# ---- design 1 ----
**src/rtl/gaus_window_buffer_pkg.sv**
```systemverilog
// gaus_buf_pkg: state encoding, default widths and tap-slice helper shared by the window buffer.
package gaus_buf_pkg;

    typedef enum logic [2:0] {S_IDLE, S_FILL, S_PRESENT, S_PAUSE, S_DONE} bufState_t;

    localparam int DefaultDataW = 64;
    localparam int DefaultAddrW = 24;

    // Bit offset of a tap inside the packed output bank.
    function automatic int tapLsb(input int tap, input int dataW);
        return tap * dataW;
    endfunction

endpackage

```
**src/rtl/gaus_beat_counter.sv**
```systemverilog
// gaus_beat_counter: beat, pause and pixel-address counters with window-close and frame-end flags.
module gaus_beat_counter #(
    parameter int BEATS      = 4,
    parameter int PAUSE      = 1,
    parameter int ADDR_W     = 24,
    parameter int START_ADDR = 0,
    parameter int END_ADDR   = 2097151
) (
    input  logic                         clk,
    input  logic                         reset,
    input  logic                         frameStart,
    input  logic                         fillEntry,
    input  logic                         accept,
    input  logic                         inPause,
    input  logic                         frameClear,
    output logic [$clog2(BEATS+1)-1:0]   beatCount,
    output logic [ADDR_W-1:0]            pixelAddr,
    output logic                         windowClose,
    output logic                         frameEnd,
    output logic                         pauseDone
);

    localparam int BW = $clog2(BEATS + 1);
    localparam int PW = PAUSE > 0 ? $clog2(PAUSE + 1) : 1;

    logic [PW-1:0] pauseCount;
    logic          atEnd;

    assign atEnd       = pixelAddr == ADDR_W'(END_ADDR);
    assign windowClose = accept && (beatCount == BW'(BEATS - 1) || atEnd);
    assign pauseDone   = int'(pauseCount) + 1 >= PAUSE;

    // The address saturates at END_ADDR; frameEnd remembers that the last word was taken.
    always_ff @(posedge clk) begin
        if (reset) begin
            beatCount  <= '0;
            pauseCount <= '0;
            pixelAddr  <= ADDR_W'(START_ADDR);
            frameEnd   <= 1'b0;
        end else begin
            if (fillEntry)
                beatCount <= '0;
            else if (accept)
                beatCount <= beatCount + 1'b1;
            pauseCount <= inPause ? pauseCount + 1'b1 : '0;
            if (frameStart || frameClear)
                pixelAddr <= ADDR_W'(START_ADDR);
            else if (accept && !atEnd)
                pixelAddr <= pixelAddr + 1'b1;
            if (frameStart)
                frameEnd <= 1'b0;
            else if (accept && atEnd)
                frameEnd <= 1'b1;
        end
    end

endmodule

```
**src/rtl/gaus_window_buffer.sv**
```systemverilog
// gaus_window_buffer: DEPTH-tap sliding pixel window snapshotted every BEATS words for the Gaussian kernel.
// Define GAUS_WINDOW_BUFFER_CLR_EN to zero the taps on every entry to FILL (non-overlapping windows).
module gaus_window_buffer
    import gaus_buf_pkg::*;
#(
    parameter int DATA_W     = DefaultDataW,
    parameter int DEPTH      = 4,
    parameter int BEATS      = 4,
    parameter int PAUSE      = 1,
    parameter int ADDR_W     = DefaultAddrW,
    parameter int START_ADDR = 0,
    parameter int END_ADDR   = 2097151
) (
    input  logic                         clk,
    input  logic                         reset,
    input  logic                         start,
    input  logic                         in_valid,
    input  logic [DATA_W-1:0]            in_data,
    output logic                         in_ready,
    output logic                         out_valid,
    input  logic                         out_ready,
    output logic [DEPTH*DATA_W-1:0]      out_bank,
    output logic [$clog2(BEATS+1)-1:0]   out_beats,
    output logic [ADDR_W-1:0]            pixel_addr,
    output logic                         busy,
    output logic                         frame_done
);

    localparam int BW = $clog2(BEATS + 1);

    bufState_t         state, nextState;
    logic [DATA_W-1:0] taps    [DEPTH];
    logic [DATA_W-1:0] shifted [DEPTH];
    logic [BW-1:0]     beatCount;
    logic              accept, fillEntry, windowClose, frameEnd, pauseDone;

    assign in_ready   = state == S_FILL;
    assign out_valid  = state == S_PRESENT;
    assign busy       = state != S_IDLE;
    assign frame_done = state == S_DONE;
    assign accept     = in_valid && in_ready;
    assign fillEntry  = nextState == S_FILL && state != S_FILL;

    gaus_beat_counter #(
        .BEATS      (BEATS),
        .PAUSE      (PAUSE),
        .ADDR_W     (ADDR_W),
        .START_ADDR (START_ADDR),
        .END_ADDR   (END_ADDR)
    ) counters (
        .clk         (clk),
        .reset       (reset),
        .frameStart  (state == S_IDLE && start),
        .fillEntry   (fillEntry),
        .accept      (accept),
        .inPause     (state == S_PAUSE),
        .frameClear  (state == S_DONE),
        .beatCount   (beatCount),
        .pixelAddr   (pixel_addr),
        .windowClose (windowClose),
        .frameEnd    (frameEnd),
        .pauseDone   (pauseDone)
    );

    always_comb begin
        nextState = state;
        case (state)
            S_IDLE:    nextState = start ? S_FILL : S_IDLE;
            S_FILL:    nextState = windowClose ? S_PRESENT : S_FILL;
            S_PRESENT: nextState = !out_ready ? S_PRESENT : frameEnd ? S_DONE : PAUSE > 0 ? S_PAUSE : S_FILL;
            S_PAUSE:   nextState = pauseDone ? S_FILL : S_PAUSE;
            S_DONE:    nextState = S_IDLE;
            default:   nextState = S_IDLE;
        endcase
    end

    // Post-shift view of the window, so the closing word lands in the snapshot.
    always_comb begin
        shifted[0] = in_data;
        for (int k = 1; k < DEPTH; k++)
            shifted[k] = taps[k-1];
    end

    always_ff @(posedge clk) begin
        if (reset) begin
            state     <= S_IDLE;
            taps      <= '{default: '0};
            out_bank  <= '0;
            out_beats <= '0;
        end else begin
            state <= nextState;
            if (accept)
                taps <= shifted;
`ifdef GAUS_WINDOW_BUFFER_CLR_EN
            else if (fillEntry)
                taps <= '{default: '0};
`endif
            if (windowClose) begin
                for (int k = 0; k < DEPTH; k++)
                    out_bank[tapLsb(k, DATA_W) +: DATA_W] <= shifted[k];
                out_beats <= beatCount + 1'b1;
            end
        end
    end

endmodule
```
**config.mk**
```make
export PLATFORM = sky130hd
export DESIGN_NAME = gaus_window_buffer
export DESIGN_NICKNAME = d
export VERILOG_FILES = /design/src/rtl/gaus_window_buffer_pkg.sv /design/src/rtl/gaus_beat_counter.sv /design/src/rtl/gaus_window_buffer.sv
export SDC_FILE = /design/constraint.sdc
export NUM_CORES = 1
export LEC_CHECK = 0
export ABC_CLOCK_PERIOD_IN_PS = 4900
export CORE_ASPECT_RATIO = 1.5
export CORE_UTILIZATION = 41
export CTS_BUF_LIST = sky130_fd_sc_hd__clkbuf_4
export DETAILED_ROUTE_END_ITERATION = 10
export DONT_BUFFER_PORTS = 1
export GPL_TIMING_DRIVEN = 0
export PLACE_DENSITY = 0.54
export SLEW_MARGIN = 5
export SYNTH_ARGS = -nofsm -noshare
export SYNTH_HDL_FRONTEND = slang
export SYNTH_SLANG_ARGS = --single-unit
```
**constraint.sdc**
```tcl
create_clock -name clk -period 4.9 [get_ports clk]
set_input_delay 0.98 -clock clk [delete_from_list [all_inputs] [get_ports clk]]
set_output_delay 0.98 -clock clk [all_outputs]
set_load 0.01 [all_outputs]
```
# ---- design 2 ----
### config.mk
export PLATFORM = sky130hd
export DESIGN_NAME = mem_port_arbiter
export DESIGN_NICKNAME = d
export VERILOG_FILES = /design/src/rtl/mem_port_arbiter_pkg.sv /design/src/rtl/mem_port_arbiter.sv
export SDC_FILE = /design/constraint.sdc
export NUM_CORES = 1
export LEC_CHECK = 0
export ABC_AREA = 1
export CAP_MARGIN = 40
export CORE_AREA = 2 2 108 110
export DETAILED_ROUTE_END_ITERATION = 6
export DIE_AREA = 0 0 110 112
export PLACE_DENSITY = 0.68
export SYNTH_ARGS = -nofsm -noshare
export SYNTH_HDL_FRONTEND = slang
export SYNTH_SLANG_ARGS = --single-unit
### constraint.sdc
create_clock -name clk -period 2.7 [get_ports clk]
set_input_delay 0.675 -clock clk [delete_from_list [all_inputs] [get_ports clk]]
set_output_delay 0.675 -clock clk [all_outputs]
set_load 0.005 [all_outputs]
### src/rtl/mem_port_arbiter_pkg.sv
// Shared types and defaults for the unified-memory port arbiter.
package mem_port_arbiter_pkg;

    localparam int unsigned DSTREAK_MAX_DEFAULT = 4;

    typedef enum logic {
        ARB       = 1'b0,
        WAIT_RESP = 1'b1
    } arb_state_e;

    typedef enum logic [1:0] {
        OWN_NONE = 2'd0,
        OWN_IF   = 2'd1,
        OWN_DM   = 2'd2
    } mem_owner_e;

endpackage : mem_port_arbiter_pkg

### src/rtl/mem_port_arbiter.sv
// Arbitrates the IF and MEM stages onto one single-port memory with one
// outstanding transaction; responses are routed back to the issuing stage.
module mem_port_arbiter
    import mem_port_arbiter_pkg::*;
#(
    parameter int unsigned ADDR_W      = 32,
    parameter int unsigned DATA_W      = 32,
    parameter int unsigned DSTREAK_MAX = DSTREAK_MAX_DEFAULT
) (
    input  logic                clk,
    input  logic                rst_n,

    input  logic                if_req_i,
    input  logic [ADDR_W-1:0]   if_addr_i,
    output logic                if_gnt_o,
    output logic                if_rvalid_o,
    output logic [DATA_W-1:0]   if_rdata_o,

    input  logic                dm_req_i,
    input  logic                dm_we_i,
    input  logic [DATA_W/8-1:0] dm_be_i,
    input  logic [ADDR_W-1:0]   dm_addr_i,
    input  logic [DATA_W-1:0]   dm_wdata_i,
    output logic                dm_gnt_o,
    output logic                dm_rvalid_o,
    output logic [DATA_W-1:0]   dm_rdata_o,

    output logic                mem_req_o,
    output logic                mem_we_o,
    output logic [DATA_W/8-1:0] mem_be_o,
    output logic [ADDR_W-1:0]   mem_addr_o,
    output logic [DATA_W-1:0]   mem_wdata_o,
    input  logic                mem_gnt_i,
    input  logic                mem_rvalid_i,
    input  logic [DATA_W-1:0]   mem_rdata_i,

    output logic                busy_o
);

    localparam int unsigned DS_W = $clog2(DSTREAK_MAX + 1);
    localparam logic [DS_W-1:0] DS_MAX = DS_W'(DSTREAK_MAX);

    arb_state_e      r_state;
    mem_owner_e      r_owner;
    mem_owner_e      r_lock_owner;
    logic            r_lock_valid;
    logic [DS_W-1:0] r_dstreak;

    mem_owner_e      w_sel;
    logic            w_arb;
    logic            w_resp;

    assign w_arb  = (r_state == ARB);
    assign busy_o = (r_state == WAIT_RESP);

    // Requester selection: a held lock wins, else data unless it has starved fetch.
    always_comb begin
        w_sel = OWN_NONE;
        if (r_lock_valid) begin
            w_sel = r_lock_owner;
        end else if (dm_req_i && (r_dstreak < DS_MAX)) begin
            w_sel = OWN_DM;
        end else if (if_req_i) begin
            w_sel = OWN_IF;
        end else if (dm_req_i) begin
            w_sel = OWN_DM;
        end
    end

    // Memory request mux and same-cycle grant pass-through.
    always_comb begin
        mem_req_o   = 1'b0;
        mem_we_o    = 1'b0;
        mem_be_o    = '0;
        mem_addr_o  = '0;
        mem_wdata_o = '0;
        if_gnt_o    = 1'b0;
        dm_gnt_o    = 1'b0;
        if (w_arb) begin
            case (w_sel)
                OWN_IF: begin
                    mem_req_o  = 1'b1;
                    mem_be_o   = '1;
                    mem_addr_o = if_addr_i;
                    if_gnt_o   = mem_gnt_i;
                end
                OWN_DM: begin
                    mem_req_o   = 1'b1;
                    mem_we_o    = dm_we_i;
                    mem_be_o    = dm_be_i;
                    mem_addr_o  = dm_addr_i;
                    mem_wdata_o = dm_wdata_i;
                    dm_gnt_o    = mem_gnt_i;
                end
                default: ;
            endcase
        end
    end

    // Response routing to the owner; the non-owner sees zero data.
    always_comb begin
        w_resp      = busy_o && mem_rvalid_i;
        if_rvalid_o = w_resp && (r_owner == OWN_IF);
        dm_rvalid_o = w_resp && (r_owner == OWN_DM);
        if_rdata_o  = if_rvalid_o ? mem_rdata_i : '0;
        dm_rdata_o  = dm_rvalid_o ? mem_rdata_i : '0;
    end

    // Transaction FSM, selection lock and data-streak counter.
    always_ff @(posedge clk) begin
        if (!rst_n) begin
            r_state      <= ARB;
            r_owner      <= OWN_NONE;
            r_lock_owner <= OWN_NONE;
            r_lock_valid <= 1'b0;
            r_dstreak    <= '0;
        end else begin
            case (r_state)
                ARB: begin
                    if (w_sel != OWN_NONE) begin
                        if (mem_gnt_i) begin
                            r_state      <= WAIT_RESP;
                            r_owner      <= w_sel;
                            r_lock_valid <= 1'b0;
                            if ((w_sel == OWN_DM) && if_req_i) begin
                                if (r_dstreak != DS_MAX) begin
                                    r_dstreak <= r_dstreak + DS_W'(1);
                                end
                            end else begin
                                r_dstreak <= '0;
                            end
                        end else begin
                            r_lock_owner <= w_sel;
                            r_lock_valid <= 1'b1;
                        end
                    end
                end
                WAIT_RESP: begin
                    if (mem_rvalid_i) begin
                        r_owner <= OWN_NONE;
                        r_state <= ARB;
                    end
                end
                default: r_state <= ARB;
            endcase
        end
    end

endmodule : mem_port_arbiter

# ---- design 3 ----
--- src/rtl/sdram_cmd_fifo_if.sv ---
// rtl/sdram_cmd_fifo_if.sv - host/controller handshake bundle for the SDRAM command FIFO
interface sdram_cmd_fifo_if #(
  parameter int WIDTH = 32,
  parameter int DEPTH = 16
) ();
  logic                       Wr_En;
  logic [WIDTH-1:0]           Wr_Data;
  logic                       Full;
  logic                       Almost_Full;
  logic                       Rd_En;
  logic [WIDTH-1:0]           Rd_Data;
  logic                       Empty;
  logic [$clog2(DEPTH):0]     Count;
  logic                       Overflow;
  logic                       Underflow;

  modport master (
    output Wr_En, Wr_Data, Rd_En,
    input  Full, Almost_Full, Rd_Data, Empty, Count, Overflow, Underflow
  );

  modport slave (
    input  Wr_En, Wr_Data, Rd_En,
    output Full, Almost_Full, Rd_Data, Empty, Count, Overflow, Underflow
  );
endinterface

--- src/rtl/sdram_cmd_fifo.sv ---
// rtl/sdram_cmd_fifo.sv - first-word-fall-through instruction queue between host and SDRAM controller
module sdram_cmd_fifo #(
  parameter int WIDTH     = 32,
  parameter int DEPTH     = 16,
  parameter int AF_MARGIN = 2
) (
  input  logic              Clk,
  input  logic              Reset_n,
  sdram_cmd_fifo_if.slave   fifo_bus
);
  localparam int AW = $clog2(DEPTH);
  localparam int CW = AW + 1;

  logic [WIDTH-1:0] mem [DEPTH];
  logic [AW:0]      wr_ptr_q, wr_ptr_d;
  logic [AW:0]      rd_ptr_q, rd_ptr_d;
  logic [CW-1:0]    count_q, count_d;
  logic             empty_q, full_q, afull_q;
  logic             ovf_q, unf_q;
  logic             push, pop;

  // Acceptance uses the registered flags, so Full/Empty are judged before the edge.
  assign push = fifo_bus.Wr_En & ~full_q;
  assign pop  = fifo_bus.Rd_En & ~empty_q;

  always_comb begin
    wr_ptr_d = wr_ptr_q;
    rd_ptr_d = rd_ptr_q;
    if (push) wr_ptr_d = wr_ptr_q + 1'b1;
    if (pop)  rd_ptr_d = rd_ptr_q + 1'b1;
    // The wrap bit keeps this difference distinct for 0 and DEPTH occupancy.
    count_d  = wr_ptr_d - rd_ptr_d;
  end

  always_ff @(posedge Clk or negedge Reset_n) begin
    if (!Reset_n) begin
      wr_ptr_q <= '0;
      rd_ptr_q <= '0;
      count_q  <= '0;
      empty_q  <= 1'b1;
      full_q   <= 1'b0;
      afull_q  <= 1'b0;
      ovf_q    <= 1'b0;
      unf_q    <= 1'b0;
    end else begin
      wr_ptr_q <= wr_ptr_d;
      rd_ptr_q <= rd_ptr_d;
      count_q  <= count_d;
      empty_q  <= (wr_ptr_d == rd_ptr_d);
      full_q   <= (wr_ptr_d[AW] != rd_ptr_d[AW]) &&
                  (wr_ptr_d[AW-1:0] == rd_ptr_d[AW-1:0]);
      afull_q  <= ((CW'(DEPTH) - count_d) <= CW'(AF_MARGIN));
      ovf_q    <= fifo_bus.Wr_En & full_q;
      unf_q    <= fifo_bus.Rd_En & empty_q;
    end
  end

  // Storage is deliberately left out of reset.
  always_ff @(posedge Clk) begin
    if (push && Reset_n) mem[wr_ptr_q[AW-1:0]] <= fifo_bus.Wr_Data;
  end

  assign fifo_bus.Rd_Data     = empty_q ? '0 : mem[rd_ptr_q[AW-1:0]];
  assign fifo_bus.Empty       = empty_q;
  assign fifo_bus.Full        = full_q;
  assign fifo_bus.Almost_Full = afull_q;
  assign fifo_bus.Count       = count_q;
  assign fifo_bus.Overflow    = ovf_q;
  assign fifo_bus.Underflow   = unf_q;
endmodule

--- src/flat_wrapper.sv ---
// flat-port wrapper written by rule: the top's interface ports become plain ports
module sdram_cmd_fifo_flat 
#(
  parameter int WIDTH     = 32,
  parameter int DEPTH     = 16,
  parameter int AF_MARGIN = 2
)
  (Clk, Reset_n, fifo_bus_Wr_En, fifo_bus_Wr_Data, fifo_bus_Rd_En, fifo_bus_Full, fifo_bus_Almost_Full, fifo_bus_Rd_Data, fifo_bus_Empty, fifo_bus_Count, fifo_bus_Overflow, fifo_bus_Underflow);
  sdram_cmd_fifo_if #(.WIDTH(WIDTH), .DEPTH(DEPTH)) fifo_bus_i ();
  input  logic Clk;
  input  logic Reset_n;
  input wire logic [$bits(fifo_bus_i.Wr_En)-1:0] fifo_bus_Wr_En;
  input wire logic [$bits(fifo_bus_i.Wr_Data)-1:0] fifo_bus_Wr_Data;
  input wire logic [$bits(fifo_bus_i.Rd_En)-1:0] fifo_bus_Rd_En;
  output wire logic [$bits(fifo_bus_i.Full)-1:0] fifo_bus_Full;
  output wire logic [$bits(fifo_bus_i.Almost_Full)-1:0] fifo_bus_Almost_Full;
  output wire logic [$bits(fifo_bus_i.Rd_Data)-1:0] fifo_bus_Rd_Data;
  output wire logic [$bits(fifo_bus_i.Empty)-1:0] fifo_bus_Empty;
  output wire logic [$bits(fifo_bus_i.Count)-1:0] fifo_bus_Count;
  output wire logic [$bits(fifo_bus_i.Overflow)-1:0] fifo_bus_Overflow;
  output wire logic [$bits(fifo_bus_i.Underflow)-1:0] fifo_bus_Underflow;
  assign fifo_bus_i.Wr_En = fifo_bus_Wr_En;
  assign fifo_bus_i.Wr_Data = fifo_bus_Wr_Data;
  assign fifo_bus_i.Rd_En = fifo_bus_Rd_En;
  assign fifo_bus_Full = fifo_bus_i.Full;
  assign fifo_bus_Almost_Full = fifo_bus_i.Almost_Full;
  assign fifo_bus_Rd_Data = fifo_bus_i.Rd_Data;
  assign fifo_bus_Empty = fifo_bus_i.Empty;
  assign fifo_bus_Count = fifo_bus_i.Count;
  assign fifo_bus_Overflow = fifo_bus_i.Overflow;
  assign fifo_bus_Underflow = fifo_bus_i.Underflow;
  sdram_cmd_fifo #(.WIDTH(WIDTH), .DEPTH(DEPTH), .AF_MARGIN(AF_MARGIN)) u_core (.Clk(Clk), .Reset_n(Reset_n), .fifo_bus(fifo_bus_i));
endmodule
--- config.mk ---
export PLATFORM = sky130hd
export DESIGN_NAME = sdram_cmd_fifo_flat
export DESIGN_NICKNAME = d
export VERILOG_FILES = /design/src/rtl/sdram_cmd_fifo_if.sv /design/src/rtl/sdram_cmd_fifo.sv /design/src/flat_wrapper.sv
export SDC_FILE = /design/constraint.sdc
export NUM_CORES = 1
export LEC_CHECK = 0
export CAP_MARGIN = 5
export CELL_PAD_IN_SITES_DETAIL_PLACEMENT = 1
export CELL_PAD_IN_SITES_GLOBAL_PLACEMENT = 2
export CORE_AREA = 2 2 164 246
export DETAILED_ROUTE_END_ITERATION = 8
export DIE_AREA = 0 0 166 248
export PLACE_DENSITY = 0.87
export SYNTH_ARGS = -nofsm -noshare
export SYNTH_HDL_FRONTEND = slang
export SYNTH_SLANG_ARGS = --single-unit
--- constraint.sdc ---
create_clock -name Clk -period 9.55 [get_ports Clk]
set_input_delay 2.3875 -clock Clk [delete_from_list [all_inputs] [get_ports Clk]]
set_output_delay 2.3875 -clock Clk [all_outputs]
set_load 0.03 [all_outputs]
# ---- design 4 ----
`config.mk`:
```
export PLATFORM = sky130hd
export DESIGN_NAME = instr_encoder_flat
export DESIGN_NICKNAME = d
export VERILOG_FILES = /design/src/rtl/instr_encoder_pkg.sv /design/src/rtl/instr_encoder_if.sv /design/src/rtl/instr_encoder_fields.sv /design/src/rtl/instr_encoder.sv /design/src/flat_wrapper.sv
export SDC_FILE = /design/constraint.sdc
export NUM_CORES = 1
export LEC_CHECK = 0
export CAP_MARGIN = 10
export CELL_PAD_IN_SITES_DETAIL_PLACEMENT = 1
export CELL_PAD_IN_SITES_GLOBAL_PLACEMENT = 2
export CORE_ASPECT_RATIO = 2
export CORE_UTILIZATION = 26
export CTS_BUF_LIST = sky130_fd_sc_hd__clkbuf_16
export CTS_CLUSTER_SIZE = 30
export DETAILED_ROUTE_END_ITERATION = 16
export MAX_ROUTING_LAYER = met4
export PLACE_DENSITY_LB_ADDON = 0.1
export REMOVE_ABC_BUFFERS = 1
export SLEW_MARGIN = 20
export SYNTH_ARGS = -nofsm -noshare
export SYNTH_HDL_FRONTEND = slang
export SYNTH_SLANG_ARGS = --single-unit
```
`constraint.sdc`:
```
create_clock -name clk -period 2.95 [get_ports clk]
set_input_delay 0.885 -clock clk [delete_from_list [all_inputs] [get_ports clk]]
set_output_delay 0.885 -clock clk [all_outputs]
set_load 0.02 [all_outputs]
```
`src/rtl/instr_encoder_pkg.sv`:
```
// Shared encodings for the RV32I instruction encoder: request kinds, opcodes,
// the canonical NOP and the controller states.
package instr_pkg;

  typedef enum logic [3:0] {
    KIND_LW  = 4'd0,
    KIND_SW  = 4'd1,
    KIND_R   = 4'd2,
    KIND_BEQ = 4'd3,
    KIND_BLT = 4'd4,
    KIND_I   = 4'd5,
    KIND_JAL = 4'd6,
    KIND_LUI = 4'd7,
    KIND_END = 4'd8
  } kind_e;

  localparam logic [6:0] OP_LOAD   = 7'b0000011;
  localparam logic [6:0] OP_STORE  = 7'b0100011;
  localparam logic [6:0] OP_REG    = 7'b0110011;
  localparam logic [6:0] OP_IMM    = 7'b0010011;
  localparam logic [6:0] OP_BRANCH = 7'b1100011;
  localparam logic [6:0] OP_JAL    = 7'b1101111;
  localparam logic [6:0] OP_LUI    = 7'b0110111;

  localparam logic [31:0] NOP = 32'h0000_0013;

  typedef enum logic [1:0] {
    ST_IDLE,
    ST_RUN,
    ST_DONE
  } state_e;

  // Signed range test on a full 32-bit immediate.
  function automatic logic fits(input logic [31:0] v, input int lo, input int hi);
    return ($signed(v) >= lo) && ($signed(v) <= hi);
  endfunction

endpackage

```
`src/rtl/instr_encoder_if.sv`:
```
// Request/response bus of the instruction encoder; the encoder uses the slave
// view, the producer/consumer side uses the master view.
interface instr_encoder_if #(
  parameter int ADDR_W = 32
);
  logic              in_valid;
  logic              in_ready;
  logic [3:0]        in_kind;
  logic [4:0]        in_rd;
  logic [4:0]        in_rs1;
  logic [4:0]        in_rs2;
  logic [2:0]        in_funct3;
  logic              in_f7b5;
  logic [31:0]       in_imm;
  logic              out_valid;
  logic              out_ready;
  logic [31:0]       out_instr;
  logic [ADDR_W-1:0] out_addr;

  modport master (
    output in_valid, in_kind, in_rd, in_rs1, in_rs2, in_funct3, in_f7b5, in_imm,
    input  in_ready,
    input  out_valid, out_instr, out_addr,
    output out_ready
  );

  modport slave (
    input  in_valid, in_kind, in_rd, in_rs1, in_rs2, in_funct3, in_f7b5, in_imm,
    output in_ready,
    output out_valid, out_instr, out_addr,
    input  out_ready
  );
endinterface

```
`src/rtl/instr_encoder_fields.sv`:
```
// Combinational field packer: request kind + fields -> RV32I word, with an
// illegal flag for out-of-range immediates or unknown kinds (word becomes NOP).
module instr_fields
  import instr_pkg::*;
(
  input  logic [3:0]  kind,
  input  logic [4:0]  rd,
  input  logic [4:0]  rs1,
  input  logic [4:0]  rs2,
  input  logic [2:0]  funct3,
  input  logic        f7b5,
  input  logic [31:0] imm,
  output logic [31:0] word,
  output logic        illegal
);
  logic [31:0] raw;
  logic        bad;

  always_comb begin
    raw = NOP;
    bad = 1'b0;
    case (kind)
      KIND_LW: begin
        raw = {imm[11:0], rs1, 3'b010, rd, OP_LOAD};
        bad = !fits(imm, -2048, 2047);
      end
      KIND_SW: begin
        raw = {imm[11:5], rs2, rs1, 3'b010, imm[4:0], OP_STORE};
        bad = !fits(imm, -2048, 2047);
      end
      KIND_R: raw = {1'b0, f7b5, 5'b00000, rs2, rs1, funct3, rd, OP_REG};
      KIND_I: begin
        raw = {imm[11:0], rs1, funct3, rd, OP_IMM};
        bad = !fits(imm, -2048, 2047);
      end
      KIND_BEQ, KIND_BLT: begin
        raw = {imm[12], imm[10:5], rs2, rs1, (kind == KIND_BEQ) ? 3'b000 : 3'b100,
               imm[4:1], imm[11], OP_BRANCH};
        bad = !fits(imm, -4096, 4094) || imm[0];
      end
      KIND_JAL: begin
        raw = {imm[20], imm[10:1], imm[11], imm[19:12], rd, OP_JAL};
        bad = !fits(imm, -(1 << 20), (1 << 20) - 2) || imm[0];
      end
      KIND_LUI: begin
        raw = {imm[31:12], rd, OP_LUI};
        bad = (imm[11:0] != 12'h000);
      end
      KIND_END: bad = 1'b0;
      default:  bad = 1'b1;
    endcase
    illegal = bad;
    word    = bad ? NOP : raw;
  end
endmodule

```
`src/rtl/instr_encoder.sv`:
```
// RV32I instruction encoder: accepts field-level requests, emits {address, word}
// pairs through a single output register with an auto-incrementing PC.
module instr_encoder
  import instr_pkg::*;
#(
  parameter int ADDR_W = 32
) (
  input  logic              clk,
  input  logic              reset,
  input  logic              start,
  input  logic [ADDR_W-1:0] start_addr,
  instr_encoder_if.slave    bus,
  output logic              done,
  output logic              err,
  output logic [7:0]        err_cnt
);
  state_e            state_q, state_d;
  logic [ADDR_W-1:0] pc;
  logic              accept;
  logic              is_end;
  logic [31:0]       word;
  logic              illegal;

  instr_fields u_fields (
    .kind    (bus.in_kind),
    .rd      (bus.in_rd),
    .rs1     (bus.in_rs1),
    .rs2     (bus.in_rs2),
    .funct3  (bus.in_funct3),
    .f7b5    (bus.in_f7b5),
    .imm     (bus.in_imm),
    .word    (word),
    .illegal (illegal)
  );

  assign is_end = (bus.in_kind == KIND_END);
  assign done   = (state_q == ST_DONE) && !bus.out_valid;

  always_ff @(posedge clk) begin
    if (!reset) state_q <= ST_IDLE;
    else        state_q <= state_d;
  end

  // start outranks a simultaneous request, so acceptance is masked by it.
  always_comb begin
    state_d      = state_q;
    bus.in_ready = (state_q == ST_RUN) && (!bus.out_valid || bus.out_ready);
    accept       = bus.in_ready && bus.in_valid && !start;
    if (start)                 state_d = ST_RUN;
    else if (accept && is_end) state_d = ST_DONE;
  end

  always_ff @(posedge clk) begin
    if (!reset) begin
      bus.out_valid <= 1'b0;
      bus.out_instr <= '0;
      bus.out_addr  <= '0;
      pc            <= '0;
      err           <= 1'b0;
      err_cnt       <= '0;
    end else begin
      if (bus.out_valid && bus.out_ready) bus.out_valid <= 1'b0;
      if (accept && !is_end) begin
        bus.out_valid <= 1'b1;
        bus.out_instr <= word;
        bus.out_addr  <= pc;
        pc            <= pc + ADDR_W'(4);
      end
      // A restart reloads pc last so it overrides the increment; output still drains.
      if (start) begin
        pc      <= start_addr;
        err     <= 1'b0;
        err_cnt <= '0;
      end else if (accept && illegal) begin
        err <= 1'b1;
        if (err_cnt != 8'hFF) err_cnt <= err_cnt + 8'd1;
      end
    end
  end
endmodule

```
`src/flat_wrapper.sv`:
```
// flat-port wrapper written by rule: the top's interface ports become plain ports
module instr_encoder_flat import instr_pkg::*;
#(
  parameter int ADDR_W = 32
)
  (clk, reset, start, start_addr, done, err, err_cnt, bus_in_valid, bus_in_kind, bus_in_rd, bus_in_rs1, bus_in_rs2, bus_in_funct3, bus_in_f7b5, bus_in_imm, bus_in_ready, bus_out_valid, bus_out_instr, bus_out_addr, bus_out_ready);
  instr_encoder_if #(.ADDR_W(ADDR_W)) bus_i ();
  input  logic clk;
  input  logic reset;
  input  logic start;
  input  logic [ADDR_W-1:0] start_addr;
  output logic done;
  output logic err;
  output logic [7:0] err_cnt;
  input wire logic [$bits(bus_i.in_valid)-1:0] bus_in_valid;
  input wire logic [$bits(bus_i.in_kind)-1:0] bus_in_kind;
  input wire logic [$bits(bus_i.in_rd)-1:0] bus_in_rd;
  input wire logic [$bits(bus_i.in_rs1)-1:0] bus_in_rs1;
  input wire logic [$bits(bus_i.in_rs2)-1:0] bus_in_rs2;
  input wire logic [$bits(bus_i.in_funct3)-1:0] bus_in_funct3;
  input wire logic [$bits(bus_i.in_f7b5)-1:0] bus_in_f7b5;
  input wire logic [$bits(bus_i.in_imm)-1:0] bus_in_imm;
  output wire logic [$bits(bus_i.in_ready)-1:0] bus_in_ready;
  output wire logic [$bits(bus_i.out_valid)-1:0] bus_out_valid;
  output wire logic [$bits(bus_i.out_instr)-1:0] bus_out_instr;
  output wire logic [$bits(bus_i.out_addr)-1:0] bus_out_addr;
  input wire logic [$bits(bus_i.out_ready)-1:0] bus_out_ready;
  assign bus_i.in_valid = bus_in_valid;
  assign bus_i.in_kind = bus_in_kind;
  assign bus_i.in_rd = bus_in_rd;
  assign bus_i.in_rs1 = bus_in_rs1;
  assign bus_i.in_rs2 = bus_in_rs2;
  assign bus_i.in_funct3 = bus_in_funct3;
  assign bus_i.in_f7b5 = bus_in_f7b5;
  assign bus_i.in_imm = bus_in_imm;
  assign bus_in_ready = bus_i.in_ready;
  assign bus_out_valid = bus_i.out_valid;
  assign bus_out_instr = bus_i.out_instr;
  assign bus_out_addr = bus_i.out_addr;
  assign bus_i.out_ready = bus_out_ready;
  instr_encoder #(.ADDR_W(ADDR_W)) u_core (.clk(clk), .reset(reset), .start(start), .start_addr(start_addr), .bus(bus_i), .done(done), .err(err), .err_cnt(err_cnt));
endmodule
```

==> screenshots <==
The clock network.
picture 1
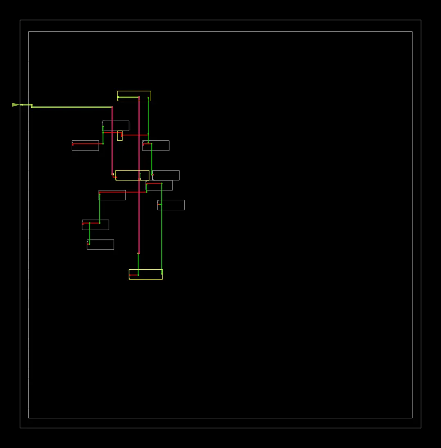
picture 2
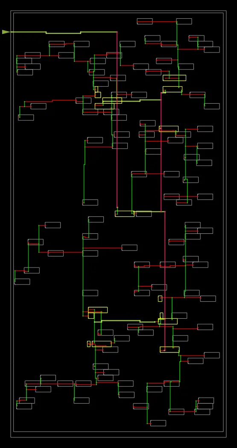
picture 3
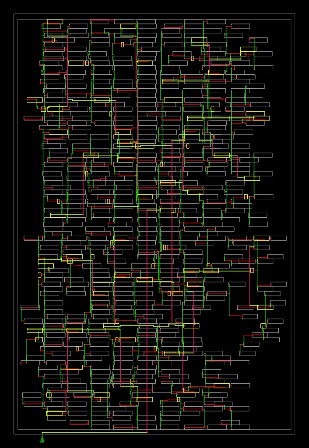
picture 4
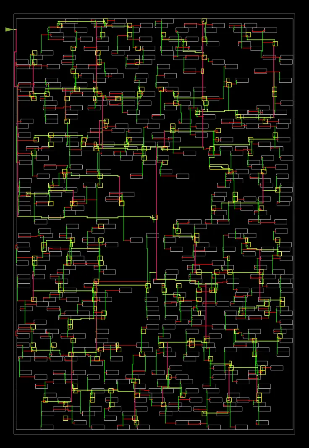
picture 4: design 1
picture 3: design 3
picture 1: design 2
picture 2: design 4
Of these, fewest clock buffers: picture 1

### Wiring by layer, design 1

Only two layers are drawn.
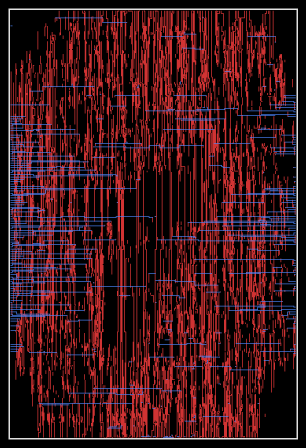
Key: metal 2 = red [wire length 29.1 mm]; metal 3 = blue [wire length 4290 um]

### Routed metal per tile, design 1

The die is cut into 17 by 25 equal tiles; dark purple is low, yellow is high, scaled to the fullest tile. Values are wire area over tile area, all layers added.
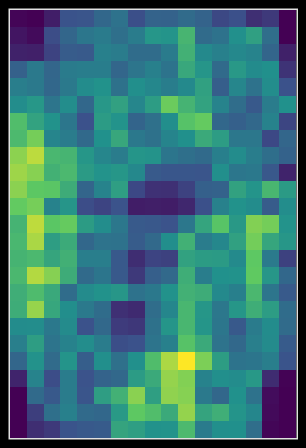
The mean over all tiles is 0.21. The densest ninth of the die: middle left. 2.8% of the tiles are nearly empty. The fullest tile reaches 0.49. 35% of the tiles are over half the peak.

==> ci_impl_report.md, design 1 <==
### Yosys + OpenROAD results

| Metric | Value |
|---|---|
| Run status | finished, final reports clean |
| Synth Area per Inst | between 7 and 8 um2 |
| Register-to-register setup slack | around 1300 ps |
| Post-synthesis cell area | around 0.017 mm2 |
| Worst Tran Pin Value | between 1000 and 1500 ps |
| Number of buffers outside the clock class in the layout | about 160 |
| Area-dominant cell class after layout | sequential cells |
| Startpoint of the worst setup timing path | counters.pixelAddr[3] |
| Compound Share, Synth | 0.146 |
| Unique cell type count in the Yosys netlist | 35 |
| Wire length reported by the detailed router | 54.2 mm |
| TritonCTS clock tree | yes |
| Chip width | roughly 170 um |
| Total number of clock tree sinks | a little under 500 |
| Pwr/cell area | between 300 and 400 mW/mm2 |
| WL met1 | ~19 mm |
| Clock buffer cells | around 170 |
| Top cell by count, worst path | clkbuf_1 |
| Cell chosen for the clock root | clkbuf_4 |
| Beginning of the worst register-to-register path | counters.pixelAddr[3] |
| Launch instance of the worst min-delay path | start |
| Layout inverter count without the clock tree | 9 |
| Sequential cell area fraction in the yosys report | 0.572 |
| Placed Instances | about 2600 |
| Primary flip-flop cell chosen by synthesis mapping | dfxtp_1 |
| Cell type with the largest total area after synthesis | dfxtp_1 |
| Req. time, crit path | approximately 5500 ps |
| Pins over their slew limit | 0 |
| Most frequent logic cells in the routed design | nand2_1 (911), dfxtp_1 (482), a21oi_1 (453) |
| Final Power | between 0.007 and 0.008 W |
| Met2 GRT Util | 0.488 |
| Post-place setup slack | approximately 960 ps |
| Final HPWL DP | a little over 40 mm |
| Post-Syn Nets | around 2200 |
| Final-layout fill cell count | ~4300 |
| Largest reg by FF count | out_bank |
| Headroom to the max-slew limit | 0.225 |
| Met3 layer usage reported by global route | 0.0878 |
| Cell with the most instances after synthesis | nand2_1 |
| WP buf/inv | 4 |
| Fin crit period | 3590 ps |
### Routed metal per tile, design 3

The die is cut into 17 by 25 equal tiles; dark purple is low, yellow is high, scaled to the fullest tile. Values are wire area over tile area, all layers added.
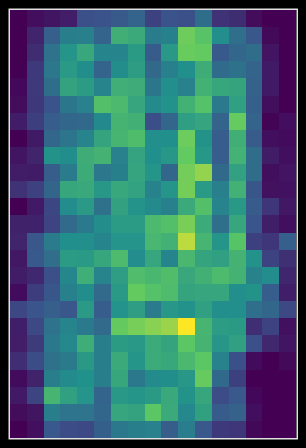
37% of the tiles are over half the peak. 5.9% of the tiles are nearly empty. The mean over all tiles is 0.18. The fullest tile reaches 0.47.
wire length reported by the detailed router: 46.7 mm
total vias in the final route: 9358
GRT Resource Usage Total: 0.230
WL per Instance: 31.1 um

==> ci_impl_report.md, design 3 <==
### Yosys + OpenROAD results

| Metric | Value |
|---|---|
| Chip width | around 170 um |
| Critical path arrival | 4350 ps |
| Number of remaining DRC errors | 0 |
| Met2 GRT Util | 0.395 |
| Tap cell count | 500 |
| Layout cells sized above 1 | 0.285 |
| # IOs | between 70 and 80 |
| Area leader share | 0.750 |
| Combinational Area | roughly 0.0045 mm2 |
| Area of all sequential standard cells | about 0.016 mm2 |
| Longest individual stage delay on the worst path | ~900 ps |
| Run status | finished, final reports clean |
| Share of power burned in registers | 0.389 |
| Number of clock buffers inserted by TritonCTS | 47 |
| Total leakage power | 7.41 nW |
| Initial cell density of the core | 0.525 |
| Cell with the biggest individual delay on the critical path | buf_4 |
| Path class of the lowest-slack min-delay path | flop to flop |
| Register share of the cell area | 0.675 |
| Switching Fraction | 0.323 |
| Port buffer count | ~77 |
| Average vias per placed instance | just over 6 |
| Global placement routability congestion | around 0.7 |
| Uppermost routed layer | met4 |
| Total number of clock tree sinks | around 530 |
| Class of the most critical setup path | flop to output pin |
| Final Power | 0.00743 W |
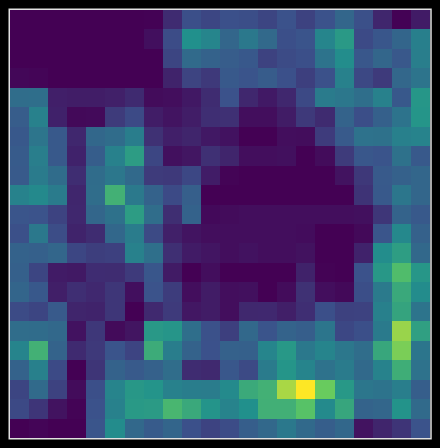
*Routed metal per tile, design 2*
The die is cut into 22 by 22 equal tiles; dark purple is low, yellow is high, scaled to the fullest tile. Values are wire area over tile area, all layers added.
The densest ninth of the die: lower right. The fullest tile reaches 0.68. 14% of the tiles are nearly empty. 8.5% of the tiles are over half the peak. The mean over all tiles is 0.16.

### Placement density heat map, design 2

The bar under the picture is 20 um long. The die is cut into 11 by 11 equal tiles; dark purple is low, yellow is high, 0 to 100% covered.
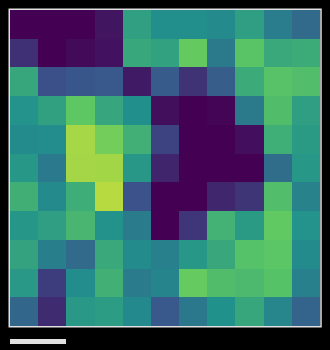
6.6% of the tiles are over 75% full. 12% of the tiles are nearly empty. The fullest tile reaches 89%. The mean over all tiles is 43%. The densest ninth of the die: middle left.

==> ci_impl_report.md, design 2 <==
### Yosys + OpenROAD results

| Metric | Value |
|---|---|
| Final HPWL DP | 7.78 mm |
| Compound Share, Synth | 0.132 |
| Area-dominant cell class after layout | non-clock buffers |
| Top flop regs | r_dstreak x3, r_lock_owner x2, r_owner x2 |
| Critical register-to-register path endpoint | r_dstreak[2] |
| Post-place setup slack | -748 ps |
| Count of antenna diodes in the layout | 0 |
| TritonCTS clock tree | yes |
| Layout cells sized above 1 | 0.285 |
| Wire length of the first global-routing pass | ~17 mm |
| Run status | finished, final reports clean |
| Synth Area per Inst | roughly 4.6 um2 |
| Startpoint kind of the worst setup timing path | input port |
| Seq cells | 9 |
| Final hold viol count | 0 |
| WL per Instance | between 10 and 15 um |
| Number of antenna violations at the first check in global routing | 0 |
| Synth warn | 0 |
| Placed Instances | 790 |
| Power of the clock network | approximately 0.00027 W |
| Post-synthesis cell area | around 0.0018 mm2 |
| WP buf/inv | 6 |
| Mux cell area share after synthesis | 0 |
| Maximum capacitance violations | 0 |
| ANT nets after route | 0 |
| Routed wl met3 | 1.23 mm |
| Switching Power | 0.000595 W |
| WL met1 | 4.32 mm |
| Area fraction in xor and xnor cells | 0 |
| Area share of and/or/nand/nor cells after synthesis | 0.545 |
| Req. time, crit path | 2030 ps |
| Final Power | around 0.0016 W |
| # IOs | 278 |
| CTS Buffer Depth | 2 |
### Wiring by layer, design 4

Only two layers are drawn.
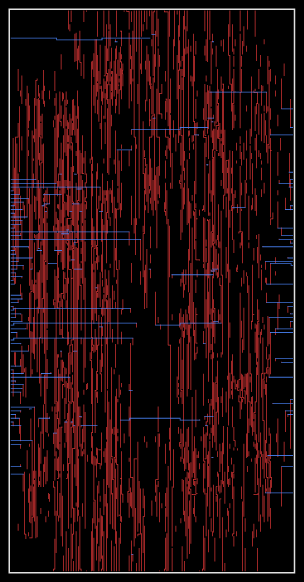
Key: metal 3 = blue [wire length 897 um]; metal 2 = red [wire length 13200 um]

==> ci_impl_report.md, design 4 <==
### Yosys + OpenROAD results

| Metric | Value |
|---|---|
| Yosys cell count | slightly above 700 |
| Beginning of the worst register-to-register path | u_core.pc[14] |
| Final hold viol count | 0 |
| Number of enable flip-flop cells | 0 |
| Switching Power | 0.000883 W |
| FP Rows | approximately 74 |
| Skew final | just under 6 ps |
| Pre-Repair DR Iteration Count | 4 |
| Met3 layer usage reported by global route | 0.0385 |
| Total congestion overflow after global routing | 0 |
| Synth Area per Inst | around 7.5 um2 |
| Largest power group | sequential cells |
| Wire length reported by the detailed router | 22.6 mm |
| Setup repair after global routing missed its margin | true |
| Run status | finished, final reports clean |
| Cell with the biggest individual delay on the critical path | clkdlybuf4s50_1 |
| Fraction of registers with async set/reset | 0 |
| Longest individual stage delay on the worst path | just over 500 ps |
| Clock slew seen by the registers of the worst setup and hold paths | 70 ps |
| Total of endpoints with negative setup slack in the final report | 0 |
| Max IR drop VDD | around 0.22 mV |
| Share of the core filled with cells | 0.412 |
| Count of antenna diodes in the layout | 0 |
| Clock insertion delay at the later pin of the skew report | about 350 ps |
| Seq power | 0.00152 W |
| Die area | ~0.021 mm2 |
| Area leader share | 0.400 |
| Worst Hold Slack | approximately 450 ps |
| Count of hold buffers inserted by post-cts repair | 0 |
| Area-dominant cell class after layout | logic gates |
| Post-synthesis instance total | about 720 |
| Comb power frac | 0.173 |
| Critical register-to-register path endpoint | u_core.pc[29] |
| Number of design-rule violations left by the first detailed-router iteration | 163 |
| Most frequent logic cell in the layout | clkdlybuf4s50_1 |
| Startpoint of the worst setup timing path | bus_in_imm[4] |
| Hold Path End | u_core.bus.out_addr[19] |
| Total vias in the final route | 6229 |
| Clock network area share | 0.0343 |
| Fraction of area in multi-input gates | 0.364 |
| Cells on Worst Hold Path | 2 |
| Count of cells along the worst register-to-register path | 7 |
| Average vias per placed instance | 5.12 |
| Layout cells sized above 1 | 0.142 |
| # IOs | between 150 and 200 |
| Combinational Gates | 547 |
| Post-cts resize count | 25 |
| Setup crit end | u_core.err_cnt[4] |
| Area of all sequential standard cells | ~0.0021 mm2 |
| Share of power burned in registers | 0.462 |
| GRT met1 Usage | 0.183 |
| Critical path arrival | 3170 ps |
| Final period utilization | 0.977 |
| # H-tree levels | 3 |
| Number of antenna violations at the first check in global routing | 0 |
| Worst Tran Pin Value | 457 ps |


==> screenshots <==
Placement density heat map.
Plate I
The bar under the picture is 20 um long. The die is cut into 10 by 21 equal tiles; dark purple is low, yellow is high, 0 to 100% covered.
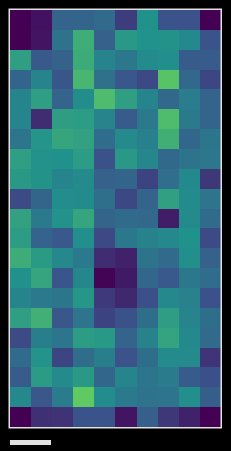
Plate II
The bar under the picture is 50 um long. The die is cut into 17 by 25 equal tiles; dark purple is low, yellow is high, 0 to 100% covered.
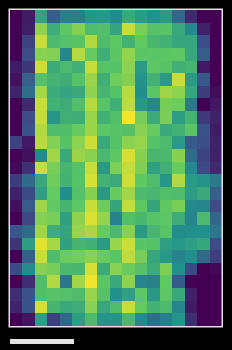
Plate III
The bar under the picture is 50 um long. The die is cut into 17 by 25 equal tiles; dark purple is low, yellow is high, 0 to 100% covered.
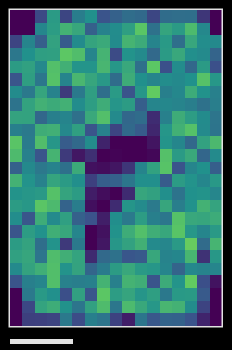
The one with the highest utilization is Plate II.
Plate I: design 4
Plate II: design 3
Plate III: design 1

Key to Plate III:
The emptiest ninth of the die: centre. The fullest tile reaches 76%. 5.6% of the tiles are nearly empty. The mean over all tiles is 43%.


==> layout pictures side by side <==
Register map, names as in the netlist.
panel A
The bar under the picture is 20 um long. Other sequential cells in the stronger grey, the rest of the logic in the fainter grey.
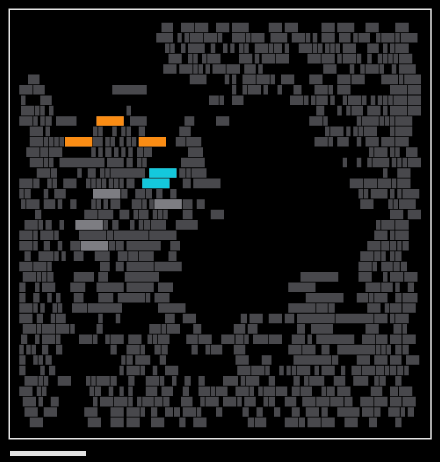
panel B
The bar under the picture is 50 um long. Other sequential cells in the stronger grey, the rest of the logic in the fainter grey.
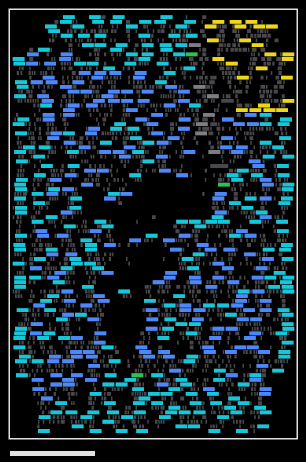
panel C
The bar under the picture is 50 um long. Other sequential cells in the stronger grey, the rest of the logic in the fainter grey.
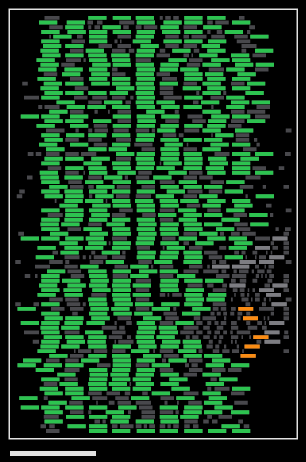
panel D
The bar under the picture is 20 um long. Other sequential cells in the stronger grey, the rest of the logic in the fainter grey.
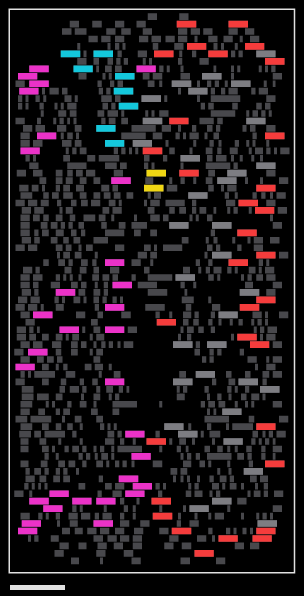
Of these, fewest sequential cells: panel A
Of these, smallest die: panel A
panel A -> design 2
panel B -> design 1
panel D -> design 4
panel C -> design 3

Power figures rest on the tool's default switching activity, not on a simulated workload.
